=== mmio_timer ===
Fig. 1: mmio_timer, clock nets
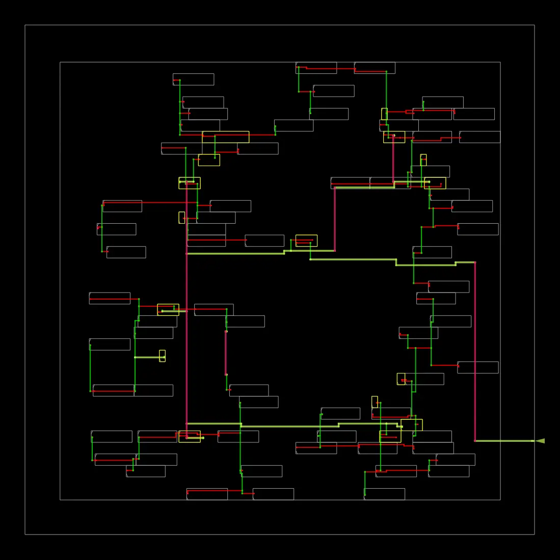

[src/rtl/mmio_timer.sv]
// Memory-mapped 32-bit timer/compare peripheral with sticky match flag and level IRQ.
// Optional prescaler enabled by defining MMIO_TIMER_PRESCALE_EN.
module mmio_timer #(
  parameter logic [31:0] BASE_ADDR = 32'h1000_0000
) (
  input  logic        clk,
  input  logic        rst,
  input  logic        ce,
  input  logic        we,
  input  logic [31:0] addr,
  input  logic [3:0]  sel,
  input  logic [31:0] data_i,
  output logic [31:0] data_o,
  output logic        irq_o
);

  localparam logic [1:0] OFF_CTRL  = 2'd0;
  localparam logic [1:0] OFF_COUNT = 2'd1;
  localparam logic [1:0] OFF_CMP   = 2'd2;
  localparam logic [1:0] OFF_STAT  = 2'd3;

  logic        hit;
  logic        wr;
  logic        rd;
  logic [1:0]  off;
  logic [31:0] wmask;

  logic        wr_ctrl;
  logic        wr_count;
  logic        wr_cmp;
  logic        wr_stat;

  logic        en;
  logic        arl;
  logic        ien;
  logic [7:0]  presc;
  logic [31:0] count;
  logic [31:0] compare;
  logic        match;

  logic        tick;
  logic [31:0] nxt;
  logic        cmp_hit;
  logic [31:0] cnt_tick;

  logic        unused;

  assign hit = ce & (addr[31:4] == BASE_ADDR[31:4]);
  assign off = addr[3:2];
  assign wr  = hit & we;
  assign rd  = hit & ~we;

  assign wmask = {{8{sel[3]}}, {8{sel[2]}},
                  {8{sel[1]}}, {8{sel[0]}}};

  assign wr_ctrl  = wr & (off == OFF_CTRL);
  assign wr_count = wr & (off == OFF_COUNT);
  assign wr_cmp   = wr & (off == OFF_CMP);
  assign wr_stat  = wr & (off == OFF_STAT);

  assign unused = ^addr[1:0];

  always_ff @(posedge clk or negedge rst) begin
    if (!rst) begin
      en  <= 1'b0;
      arl <= 1'b0;
      ien <= 1'b0;
    end else if (wr_ctrl & sel[0]) begin
      en  <= data_i[0];
      arl <= data_i[1];
      ien <= data_i[2];
    end
  end

`ifdef MMIO_TIMER_PRESCALE_EN
  logic [7:0] pc;
  logic       pc_hit;

  assign pc_hit = (pc == presc);
  assign tick   = en & pc_hit;

  always_ff @(posedge clk or negedge rst) begin
    if (!rst) begin
      presc <= 8'h00;
    end else if (wr_ctrl & sel[1]) begin
      presc <= data_i[15:8];
    end
  end

  // Any CTRL write restarts the prescale phase.
  always_ff @(posedge clk or negedge rst) begin
    if (!rst) begin
      pc <= 8'h00;
    end else if (wr_ctrl) begin
      pc <= 8'h00;
    end else if (en) begin
      pc <= pc_hit ? 8'h00 : pc + 8'h01;
    end
  end
`else
  assign presc = 8'h00;
  assign tick  = en;
`endif

  assign nxt     = count + 32'd1;
  assign cmp_hit = tick & (nxt == compare);

  always_comb begin
    cnt_tick = count;
    if (tick) begin
      cnt_tick = (cmp_hit & arl) ? 32'h0 : nxt;
    end
  end

  // Written lanes beat the tick; other lanes keep the tick result.
  always_ff @(posedge clk or negedge rst) begin
    if (!rst) begin
      count <= 32'h0;
    end else if (wr_count) begin
      count <= (data_i & wmask) | (cnt_tick & ~wmask);
    end else begin
      count <= cnt_tick;
    end
  end

  always_ff @(posedge clk or negedge rst) begin
    if (!rst) begin
      compare <= 32'hFFFF_FFFF;
    end else if (wr_cmp) begin
      compare <= (data_i & wmask) | (compare & ~wmask);
    end
  end

  always_ff @(posedge clk or negedge rst) begin
    if (!rst) begin
      match <= 1'b0;
    end else if (cmp_hit) begin
      match <= 1'b1;
    end else if (wr_stat & sel[0] & data_i[0]) begin
      match <= 1'b0;
    end
  end

  always_comb begin
    data_o = 32'h0;
    if (rd) begin
      unique case (off)
        OFF_CTRL:  data_o = {16'h0, presc, 5'h0, ien, arl, en};
        OFF_COUNT: data_o = count;
        OFF_CMP:   data_o = compare;
        OFF_STAT:  data_o = {31'h0, match};
        default:   data_o = 32'h0;
      endcase
    end
  end

  assign irq_o = match & ien;

endmodule

[config.mk]
export PLATFORM = sky130hd
export DESIGN_NAME = mmio_timer
export DESIGN_NICKNAME = d
export VERILOG_FILES = /design/src/rtl/mmio_timer.sv
export SDC_FILE = /design/constraint.sdc
export NUM_CORES = 1
export LEC_CHECK = 0
export CORE_MARGIN = 8
export CORE_UTILIZATION = 50
export CTS_CLUSTER_DIAMETER = 100
export DETAILED_ROUTE_END_ITERATION = 7
export PLACE_DENSITY = 0.87
export SLEW_MARGIN = 20
export SYNTH_ARGS = -nofsm -noshare
export SYNTH_HDL_FRONTEND = slang
export SYNTH_SLANG_ARGS = --single-unit
[constraint.sdc]
create_clock -name clk -period 3.8 [get_ports clk]
set_clock_uncertainty 0.05 [all_clocks]
set_input_delay 0.76 -clock clk [delete_from_list [all_inputs] [get_ports clk]]
set_output_delay 0.76 -clock clk [all_outputs]
set_load 0.01 [all_outputs]
=== arc4_core_param_flat ===
### src/rtl/arc4_core_param_pkg.sv
// Shared types and constants for the parametrised ARC4 decrypt core.
package arc4_core_param_pkg;

    localparam int unsigned BYTE_W     = 8;
    localparam int unsigned SBOX_DEPTH = 256;
    localparam logic [7:0]  PRINT_LO   = 8'h20;
    localparam logic [7:0]  PRINT_HI   = 8'h7E;

    // Control sequence; *_WT_* states cover the one-cycle sync RAM read latency.
    typedef enum logic [4:0] {
        IDLE,
        INIT,
        KSA_RD_SI,
        KSA_WT_SI,
        KSA_RD_SJ,
        KSA_WT_SJ,
        KSA_WR_SI,
        KSA_WR_SJ,
        LEN_RD,
        LEN_WT,
        LEN_WR,
        PRGA_RD_SI,
        PRGA_WT_SI,
        PRGA_RD_SJ,
        PRGA_WT_SJ,
        PRGA_WR_SI,
        PRGA_WR_SJ,
        PRGA_RD_PAD,
        PRGA_WT_PAD,
        PRGA_XOR,
        DONE
    } arc4_state_e;

    // True for printable ASCII (space through tilde).
    function automatic logic is_printable(input logic [7:0] b);
        return (b >= PRINT_LO) && (b <= PRINT_HI);
    endfunction

endpackage

### src/rtl/arc4_core_param_if.sv
// Handshake and memory bus between a key-search top (master) and the core (slave).
interface arc4_core_param_if #(
    parameter int unsigned KEY_BYTES = 3
) ();
    localparam int unsigned KEY_W = 8 * KEY_BYTES;

    logic             en;
    logic             rdy;
    logic [KEY_W-1:0] key;
    logic [7:0]       ct_addr;
    logic [7:0]       ct_rddata;
    logic [7:0]       pt_addr;
    logic [7:0]       pt_rddata;
    logic [7:0]       pt_wrdata;
    logic             pt_wren;
    logic             ok;

    modport master (
        output en, key, ct_rddata, pt_rddata,
        input  rdy, ct_addr, pt_addr, pt_wrdata, pt_wren, ok
    );

    modport slave (
        input  en, key, ct_rddata, pt_rddata,
        output rdy, ct_addr, pt_addr, pt_wrdata, pt_wren, ok
    );
endinterface

### src/rtl/arc4_core_param_s_ram.sv
// 256x8 single-port synchronous RAM holding the ARC4 permutation.
module arc4_core_param_s_ram
    import arc4_core_param_pkg::*;
(
    input  logic       clk,
    input  logic [7:0] addr_i,
    input  logic [7:0] wrdata_i,
    input  logic       wren_i,
    output logic [7:0] rddata_o
);
    logic [7:0] mem [SBOX_DEPTH];

    // Write on strobe; read-first registered output, valid one cycle after addr_i.
    always_ff @(posedge clk) begin
        if (wren_i) begin
            mem[addr_i] <= wrdata_i;
        end
        rddata_o <= mem[addr_i];
    end
endmodule

### src/rtl/arc4_core_param.sv
// ARC4 decrypt core: length-prefixed ct memory in, length-prefixed pt memory out,
// with an optional printable-ASCII verdict per run.
module arc4_core_param
    import arc4_core_param_pkg::*;
#(
    parameter int unsigned KEY_BYTES       = 3,
    parameter int unsigned CHECK_PRINTABLE = 1
) (
    input  logic               clk,
    input  logic               rst,
    arc4_core_param_if.slave   bus
);
    localparam int unsigned KEY_W = 8 * KEY_BYTES;

    arc4_state_e      state_q;
    logic [7:0]       i_q;
    logic [7:0]       j_q;
    logic [7:0]       k_q;
    logic [7:0]       len_q;
    logic [7:0]       tmp_si_q;
    logic [7:0]       tmp_sj_q;
    logic [7:0]       ct_byte_q;
    logic [KEY_W-1:0] key_q;
    logic             ok_acc_q;

    logic             rdy_q;
    logic             ok_q;
    logic [7:0]       ct_addr_q;
    logic [7:0]       pt_addr_q;
    logic [7:0]       pt_wrdata_q;
    logic             pt_wren_q;

    logic [7:0]       s_addr_q;
    logic [7:0]       s_wdata_q;
    logic             s_wren_q;
    logic [7:0]       s_rddata;

    logic [7:0]       key_byte;
    logic [7:0]       i_inc_d;
    logic [7:0]       j_ksa_d;
    logic [7:0]       j_prga_d;
    logic [7:0]       pad_idx_d;
    logic [7:0]       pt_byte_d;
    logic             ok_byte_d;
    logic [KEY_W-1:0] key_rot_d;

    arc4_core_param_s_ram u_s_ram (
        .clk      (clk),
        .addr_i   (s_addr_q),
        .wrdata_i (s_wdata_q),
        .wren_i   (s_wren_q),
        .rddata_o (s_rddata)
    );

    assign bus.rdy       = rdy_q;
    assign bus.ok        = ok_q;
    assign bus.ct_addr   = ct_addr_q;
    assign bus.pt_addr   = pt_addr_q;
    assign bus.pt_wrdata = pt_wrdata_q;
    assign bus.pt_wren   = pt_wren_q;

    // Datapath arithmetic (all mod 256); the key register rotates one byte per KSA step,
    // so its top byte is always key_byte[i mod KEY_BYTES].
    always_comb begin
        key_byte  = key_q[KEY_W-1 -: 8];
        i_inc_d   = i_q + 8'd1;
        j_ksa_d   = j_q + s_rddata + key_byte;
        j_prga_d  = j_q + s_rddata;
        pad_idx_d = tmp_si_q + tmp_sj_q;
        pt_byte_d = s_rddata ^ ct_byte_q;
        ok_byte_d = (CHECK_PRINTABLE != 0) ? is_printable(pt_byte_d) : 1'b1;
        key_rot_d = (key_q << 8) | (key_q >> (KEY_W - 8));
    end

    // Control FSM with registered outputs and S-RAM port.
    always_ff @(posedge clk or posedge rst) begin
        if (rst) begin
            state_q     <= IDLE;
            i_q         <= 8'd0;
            j_q         <= 8'd0;
            k_q         <= 8'd0;
            len_q       <= 8'd0;
            tmp_si_q    <= 8'd0;
            tmp_sj_q    <= 8'd0;
            ct_byte_q   <= 8'd0;
            key_q       <= '0;
            ok_acc_q    <= 1'b0;
            rdy_q       <= 1'b1;
            ok_q        <= 1'b0;
            ct_addr_q   <= 8'd0;
            pt_addr_q   <= 8'd0;
            pt_wrdata_q <= 8'd0;
            pt_wren_q   <= 1'b0;
            s_addr_q    <= 8'd0;
            s_wdata_q   <= 8'd0;
            s_wren_q    <= 1'b0;
        end else begin
            case (state_q)
                IDLE: begin
                    pt_wren_q <= 1'b0;
                    s_wren_q  <= 1'b0;
                    if (bus.en && rdy_q) begin
                        key_q     <= bus.key;
                        ok_q      <= 1'b0;
                        rdy_q     <= 1'b0;
                        ok_acc_q  <= 1'b1;
                        i_q       <= 8'd0;
                        j_q       <= 8'd0;
                        ct_addr_q <= 8'd0;
                        state_q   <= INIT;
                    end
                end
                INIT: begin
                    s_addr_q  <= i_q;
                    s_wdata_q <= i_q;
                    s_wren_q  <= 1'b1;
                    i_q       <= i_inc_d;
                    if (i_q == 8'hFF) begin
                        state_q <= KSA_RD_SI;
                    end
                end
                KSA_RD_SI: begin
                    s_addr_q <= i_q;
                    s_wren_q <= 1'b0;
                    state_q  <= KSA_WT_SI;
                end
                KSA_WT_SI: state_q <= KSA_RD_SJ;
                KSA_RD_SJ: begin
                    tmp_si_q <= s_rddata;
                    j_q      <= j_ksa_d;
                    s_addr_q <= j_ksa_d;
                    state_q  <= KSA_WT_SJ;
                end
                KSA_WT_SJ: state_q <= KSA_WR_SI;
                KSA_WR_SI: begin
                    tmp_sj_q  <= s_rddata;
                    s_addr_q  <= i_q;
                    s_wdata_q <= s_rddata;
                    s_wren_q  <= 1'b1;
                    state_q   <= KSA_WR_SJ;
                end
                KSA_WR_SJ: begin
                    s_addr_q  <= j_q;
                    s_wdata_q <= tmp_si_q;
                    s_wren_q  <= 1'b1;
                    i_q       <= i_inc_d;
                    key_q     <= key_rot_d;
                    state_q   <= (i_q == 8'hFF) ? LEN_RD : KSA_RD_SI;
                end
                LEN_RD: begin
                    s_wren_q  <= 1'b0;
                    ct_addr_q <= 8'd0;
                    state_q   <= LEN_WT;
                end
                LEN_WT: state_q <= LEN_WR;
                LEN_WR: begin
                    len_q       <= bus.ct_rddata;
                    pt_addr_q   <= 8'd0;
                    pt_wrdata_q <= bus.ct_rddata;
                    pt_wren_q   <= 1'b1;
                    i_q         <= 8'd0;
                    j_q         <= 8'd0;
                    k_q         <= 8'd1;
                    state_q     <= (bus.ct_rddata == 8'd0) ? DONE : PRGA_RD_SI;
                end
                PRGA_RD_SI: begin
                    pt_wren_q <= 1'b0;
                    s_wren_q  <= 1'b0;
                    i_q       <= i_inc_d;
                    s_addr_q  <= i_inc_d;
                    ct_addr_q <= k_q;
                    state_q   <= PRGA_WT_SI;
                end
                PRGA_WT_SI: state_q <= PRGA_RD_SJ;
                PRGA_RD_SJ: begin
                    tmp_si_q  <= s_rddata;
                    ct_byte_q <= bus.ct_rddata;
                    j_q       <= j_prga_d;
                    s_addr_q  <= j_prga_d;
                    state_q   <= PRGA_WT_SJ;
                end
                PRGA_WT_SJ: state_q <= PRGA_WR_SI;
                PRGA_WR_SI: begin
                    tmp_sj_q  <= s_rddata;
                    s_addr_q  <= i_q;
                    s_wdata_q <= s_rddata;
                    s_wren_q  <= 1'b1;
                    state_q   <= PRGA_WR_SJ;
                end
                PRGA_WR_SJ: begin
                    s_addr_q  <= j_q;
                    s_wdata_q <= tmp_si_q;
                    s_wren_q  <= 1'b1;
                    state_q   <= PRGA_RD_PAD;
                end
                PRGA_RD_PAD: begin
                    s_wren_q <= 1'b0;
                    s_addr_q <= pad_idx_d;
                    state_q  <= PRGA_WT_PAD;
                end
                PRGA_WT_PAD: state_q <= PRGA_XOR;
                PRGA_XOR: begin
                    pt_addr_q   <= k_q;
                    pt_wrdata_q <= pt_byte_d;
                    pt_wren_q   <= 1'b1;
                    ok_acc_q    <= ok_acc_q & ok_byte_d;
                    if (k_q == len_q) begin
                        state_q <= DONE;
                    end else begin
                        k_q     <= k_q + 8'd1;
                        state_q <= PRGA_RD_SI;
                    end
                end
                DONE: begin
                    pt_wren_q <= 1'b0;
                    rdy_q     <= 1'b1;
                    ok_q      <= ok_acc_q;
                    state_q   <= IDLE;
                end
                default: state_q <= IDLE;
            endcase
        end
    end
endmodule
### src/flat_wrapper.sv
// flat-port wrapper written by rule: the top's interface ports become plain ports
module arc4_core_param_flat import arc4_core_param_pkg::*;
#(
    parameter int unsigned KEY_BYTES       = 3,
    parameter int unsigned CHECK_PRINTABLE = 1
)
  (clk, rst, bus_en, bus_key, bus_ct_rddata, bus_pt_rddata, bus_rdy, bus_ct_addr, bus_pt_addr, bus_pt_wrdata, bus_pt_wren, bus_ok);
  arc4_core_param_if #(.KEY_BYTES(KEY_BYTES)) bus_i ();
  input  logic clk;
  input  logic rst;
  input wire logic [$bits(bus_i.en)-1:0] bus_en;
  input wire logic [$bits(bus_i.key)-1:0] bus_key;
  input wire logic [$bits(bus_i.ct_rddata)-1:0] bus_ct_rddata;
  input wire logic [$bits(bus_i.pt_rddata)-1:0] bus_pt_rddata;
  output wire logic [$bits(bus_i.rdy)-1:0] bus_rdy;
  output wire logic [$bits(bus_i.ct_addr)-1:0] bus_ct_addr;
  output wire logic [$bits(bus_i.pt_addr)-1:0] bus_pt_addr;
  output wire logic [$bits(bus_i.pt_wrdata)-1:0] bus_pt_wrdata;
  output wire logic [$bits(bus_i.pt_wren)-1:0] bus_pt_wren;
  output wire logic [$bits(bus_i.ok)-1:0] bus_ok;
  assign bus_i.en = bus_en;
  assign bus_i.key = bus_key;
  assign bus_i.ct_rddata = bus_ct_rddata;
  assign bus_i.pt_rddata = bus_pt_rddata;
  assign bus_rdy = bus_i.rdy;
  assign bus_ct_addr = bus_i.ct_addr;
  assign bus_pt_addr = bus_i.pt_addr;
  assign bus_pt_wrdata = bus_i.pt_wrdata;
  assign bus_pt_wren = bus_i.pt_wren;
  assign bus_ok = bus_i.ok;
  arc4_core_param #(.KEY_BYTES(KEY_BYTES), .CHECK_PRINTABLE(CHECK_PRINTABLE)) u_core (.clk(clk), .rst(rst), .bus(bus_i));
endmodule
### config.mk
export PLATFORM = sky130hd
export DESIGN_NAME = arc4_core_param_flat
export DESIGN_NICKNAME = d
export VERILOG_FILES = /design/src/rtl/arc4_core_param_pkg.sv /design/src/rtl/arc4_core_param_if.sv /design/src/rtl/arc4_core_param_s_ram.sv /design/src/rtl/arc4_core_param.sv /design/src/flat_wrapper.sv
export SDC_FILE = /design/constraint.sdc
export NUM_CORES = 2
export LEC_CHECK = 0
export ABC_AREA = 1
export CORE_MARGIN = 2
export CORE_UTILIZATION = 60
export DETAILED_ROUTE_END_ITERATION = 6
export PLACE_DENSITY = 0.86
export SLEW_MARGIN = 40
export SYNTH_ARGS = -nofsm -noshare
export SYNTH_HDL_FRONTEND = slang
export SYNTH_SLANG_ARGS = --single-unit
### constraint.sdc
create_clock -name clk -period 12.1 [get_ports clk]
set_clock_uncertainty 0.2 [all_clocks]
set_input_delay 1.21 -clock clk [delete_from_list [all_inputs] [get_ports clk]]
set_output_delay 1.21 -clock clk [all_outputs]
set_load 0.05 [all_outputs]

==> notes/layouts.md <==
Pictures saved along the way, in no particular order.

Cells by drive strength.
picture 1
Scale bar: 100 um.
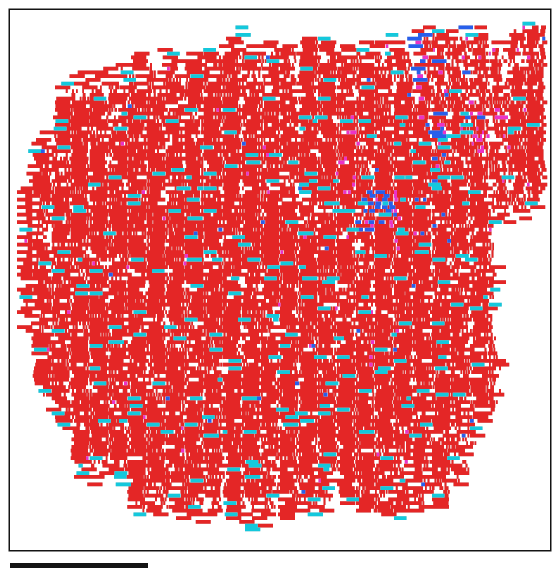
picture 2
Scale bar: 20 um.
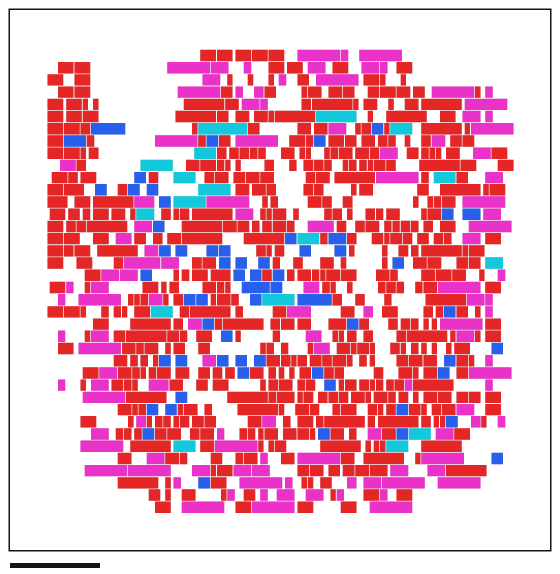
- picture 2 = mmio_timer
- picture 1 = arc4_core_param_flat
The one with the largest die is picture 1.

Fig. 2: arc4_core_param_flat, sequential cells coloured by netlist name
Scale bar: 100 um. Other sequential cells in the stronger grey, the rest of the logic in the fainter grey.
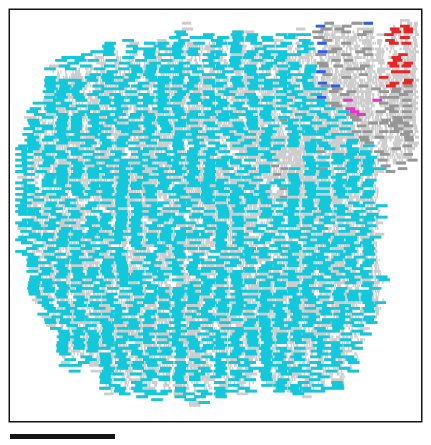
- u_core.tmp_si_q: blue (placed flops 8; where north-east)
- u_core.u_s_ram.mem: cyan (placed flops 2048; where all over the die)
- u_core.state_q: magenta (placed flops 5; where north-east)
- u_core.key_q: red (placed flops 24; where north-east)
- not coloured: 101
fraction of area in registers: 65.5%
sequential cell power: 9650 uW
utilization after layout: 66.2%
storage element area: 65000 sq um

==> Table 3: Implementation characteristics, arc4_core_param_flat <==
Physical implementation characteristics

Parameter                              Value

Critical path
  Arrival time reported for the critical path endpoint .................. 6070 ps
  Kind of start point of the critical path .................. register

Run
  Max-Cap Viols .................. 0

Cells and area
  Commonest non-fill, non-tap cell in the layout .................. nand2_1
  Dominant class by area .................. sequential cells
  Layout clock area frac .................. 6.40%
  Number of non-clock buffers .................. 135
  Combinational share of cell area .................. a little under a quarter
  Number of diodes added for antenna fixing .................. 4

Synthesis
  Top post-synthesis cells by area .................. edfxtp_1 (68%), nand2_1 (18%), dfrtp_1 (3.6%), nor2_1 (1.9%), nand3_1 (1.5%)
  Post-synthesis cell area .................. about 90000 sq um
  Yosys top cell area share .................. 68.1%
  Number of cells in the yosys synthesis report .................. 8417

Floorplanning
  Initial standard-cell utilization of the core .................. between 60% and 70%

Clock tree
  Clock root buffer .................. clkbuf_16
  # resized after CTS .................. 0
  TritonCTS Buffers .................. 201
  Clock input transition at the sequential cells of the worst setup and hold paths .................. approximately 60 ps

Place
  Buffers added on ports .................. 61
  Global placement routability congestion .................. 0.912

Global routing
  Total routing usage reported by global routing .................. 31.7%
  Number of antenna violations at the first check in global routing .................. 11

STA
  Highest Clock Rate .................. ~180 MHz
  Final Cycle Share .................. 45.4%
  Final critical path time including I/O delays and setup .................. 5490 ps
  Count of final hold-check violations .................. 0

Routing
  Count of unresolved DRC violations after routing .................. 0

Status
  Outcome .................. finished clean

Power
  Internal power consumption .................. 14500 uW
  Logic gate share of total power .................. roughly 33%
arc4_core_param_flat: layer usage:
layer	track usage (%)	up-vias
li1	-	27900
met1	39.0	30481
met2	50.3	5516
met3	8.38	1035
met4	19.9	14
met5	0	-
arc4_core_param_flat: power by group through the flow:
stage | sequential (uW) | combinational, uW | clock [uW]
4_1_cts | 9670 | 7580 | 6210
2_1_floorplan | 10100 | 4530 | 0
3_3_place_gp | 9820 | 7100 | 0
6_report | 9650 | 7970 | 6230
5_1_grt | 9670 | 8480 | 6490
3_5_place_dp | 9830 | 7440 | 0
arc4_core_param_flat: cells by family after synthesis:
kind of cell	synth area share (%)
and+or+nand+nor	22.6
DFF	71.8
buffers and inverters	2.61
AOI/OAI and AO/OA	2.23
adders and majority gates	0.385
xor gates and xnor gates	0.233
muxes	0.0983
arc4_core_param_flat: critical path: stages (launching register included):
cell and delay (ps):
dfrtp_4 900, clkinv_8 700, nor2_4 270, buf_4 550, buf_12 370, buf_16 450
nand2_1 160, nand3_1 140, nand2_1 60, nand2_1 90, o21ai_0 210, nand2_1 280
nor2_1 80, nor2_1 420, nor2_1 100, nand2_1 170
Fig. 3: mmio_timer, placement by cell class
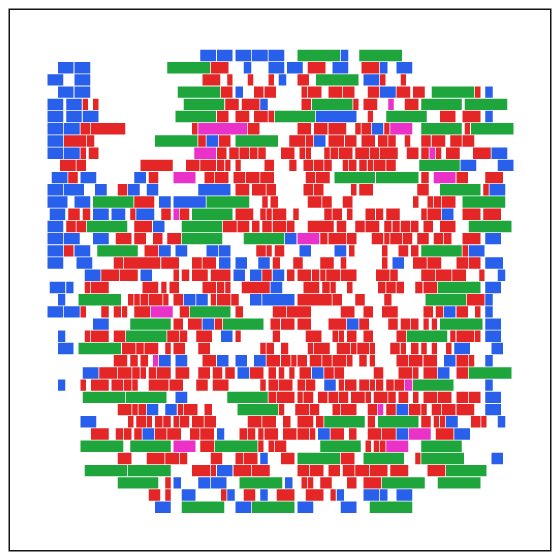
- remaining buffers and delay cells: blue (cells 160; share of their area 20%)
- remaining logic cells: red (cells 510; share of their area 51%)
- registers: green (cells 68; share of their area 26%)
- clock drivers and dummy loads: magenta (cells 16; share of their area 2.6%)
final std cell area, no fill: 6970 sq um
fraction of area in registers: 25.0%
utilization after layout: 64.9%
number of placement rows: 38

Fig. 4: mmio_timer, wires at chosen ports, followed through buffers
Scale bar: 20 um.
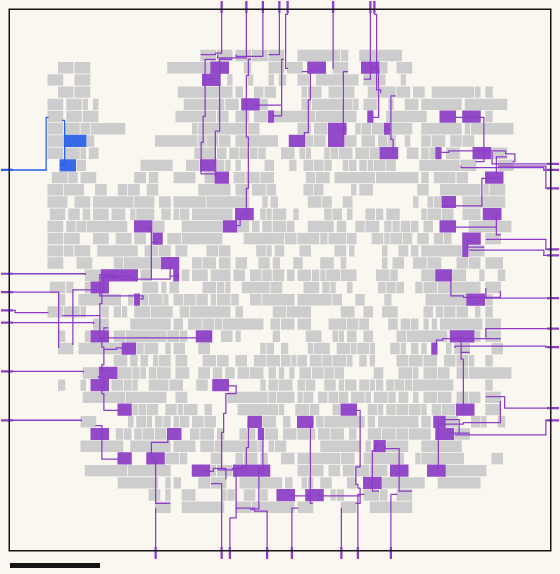
- ce: blue (bits 1; direction input; end cells 2; wire 31.4 um)
- data_i: purple (bits 32; direction input; end cells 68; wire 1230 um)
buffers added on ports: 102
I/O pin count: 105

Notes on Fig. 1 above:
number of clock sinks: 68
FFs & Latches: 68
clock group total power: 588 uW

==> Table 3: Implementation characteristics, mmio_timer <==
Physical implementation characteristics

Parameter                              Value

Critical path
  Nature of the critical path endpoint .................. output pin

Synthesis
  Post-synthesis cell count .................. 634
  Synth Register Bits .................. 68
  Number of cells in the yosys synthesis report .................. 634
  Top post-synthesis cells by area .................. dfrtp_1 (17%), dfstp_2 (15%), mux2_2 (7.2%), xnor2_1 (4.8%), a22oi_1 (4.1%)
  Chip Area, Yosys .................. 5440 sq um

STA
  Final worst hold slack .................. around 370 ps
  Total of endpoints with negative setup slack in the final report .................. 0

Status
  Outcome .................. finished clean

Floorplanning
  Core region area .................. 10700 sq um
  Floorplan die area .................. 14500 sq um

Global routing
  GR Layer Usage met3 .................. 6.81%

Routing
  Wire length after detailed routing .................. 18500 um
  Topmost layer with routed signal wires .................. met4

Clock tree
  TritonCTS Buffers .................. 9
  CTS max path bufs .................. 2
  Buffer count from post-CTS setup fixing .................. 0

Cells and area
  Most frequent logic cells in the routed design .................. clkdlybuf4s50_1 (67), nor2_1 (56), nand2_1 (54), buf_4 (54), dfrtp_1 (36)

Power
  Power density over cell area .................. 207 nW/um^2
-- mmio_timer: power by group through the flow --
stage / logic (uW) / clock network (uW) / registers, uW
CTS: 132 / 589 / 725
floorplan: 23.5 / 0 / 738
global route: 143 / 620 / 725
global placement: 128 / 0 / 738
finish: 133 / 588 / 725
detailed placement: 131 / 0 / 738
-- mmio_timer: cell type report --
type / count / area, sq um
fillers: 910 / 3770
multi-input cells: 503 / 3470
flip-flops and latches: 68 / 1740
repair buffers: 160 / 1390
well taps: 140 / 175
clock buffers: 14 / 143
clock inverters: 2 / 35.0
inverters: 7 / 26.3
-- mmio_timer: critical path, cell delays in order --
cell and delay (ps):
clkdlybuf4s50_1 390, or4_1 460, nor4_1 180, nand3_1 190, nor4_4 170, buf_4 180
nand2_8 70, buf_12 150, buf_12 140, nor2_1 110, buf_2 140
-- mmio_timer: cells by family after synthesis --
group           Yosys count  share of synthesized area (%)
xor+xnor                 43                           7.06
flops                    68                           32.0
mux                      39                           8.21
simple gates            272                           27.4
compound gates          148                           19.8
buf+inv                  63                           5.25
fa+ha+maj                 1                          0.230


==> layout pictures side by side <==
Clock network drawn from the DEF.
shot_01.png
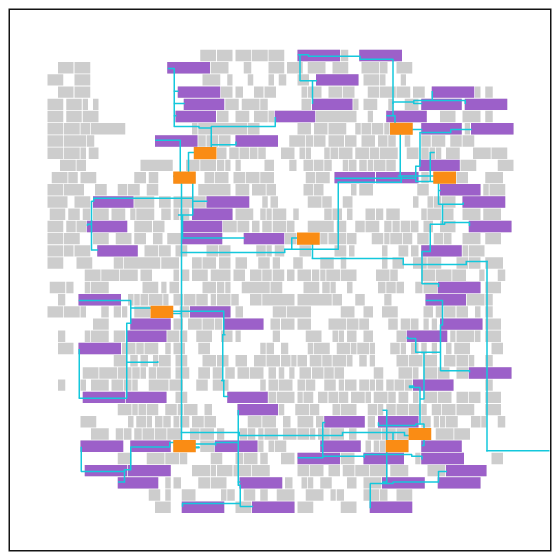
shot_02.png
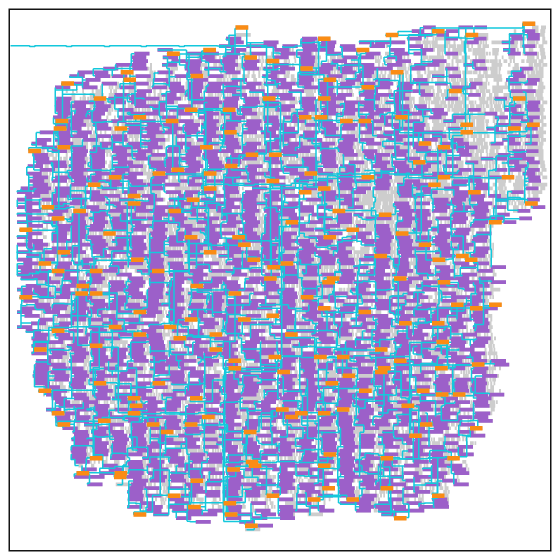
- shot_01.png = mmio_timer
- shot_02.png = arc4_core_param_flat
The one with the most sequential cells is shot_02.png.

Key to shot_02.png:
- clock wires: cyan (length 22.7 mm)
- clock-net drivers: orange (count 201)
- flip-flops: purple (count 2186)
- routed clock nets: 202
- flops lie: all over the die

Power and IR drop assume default switching activity.
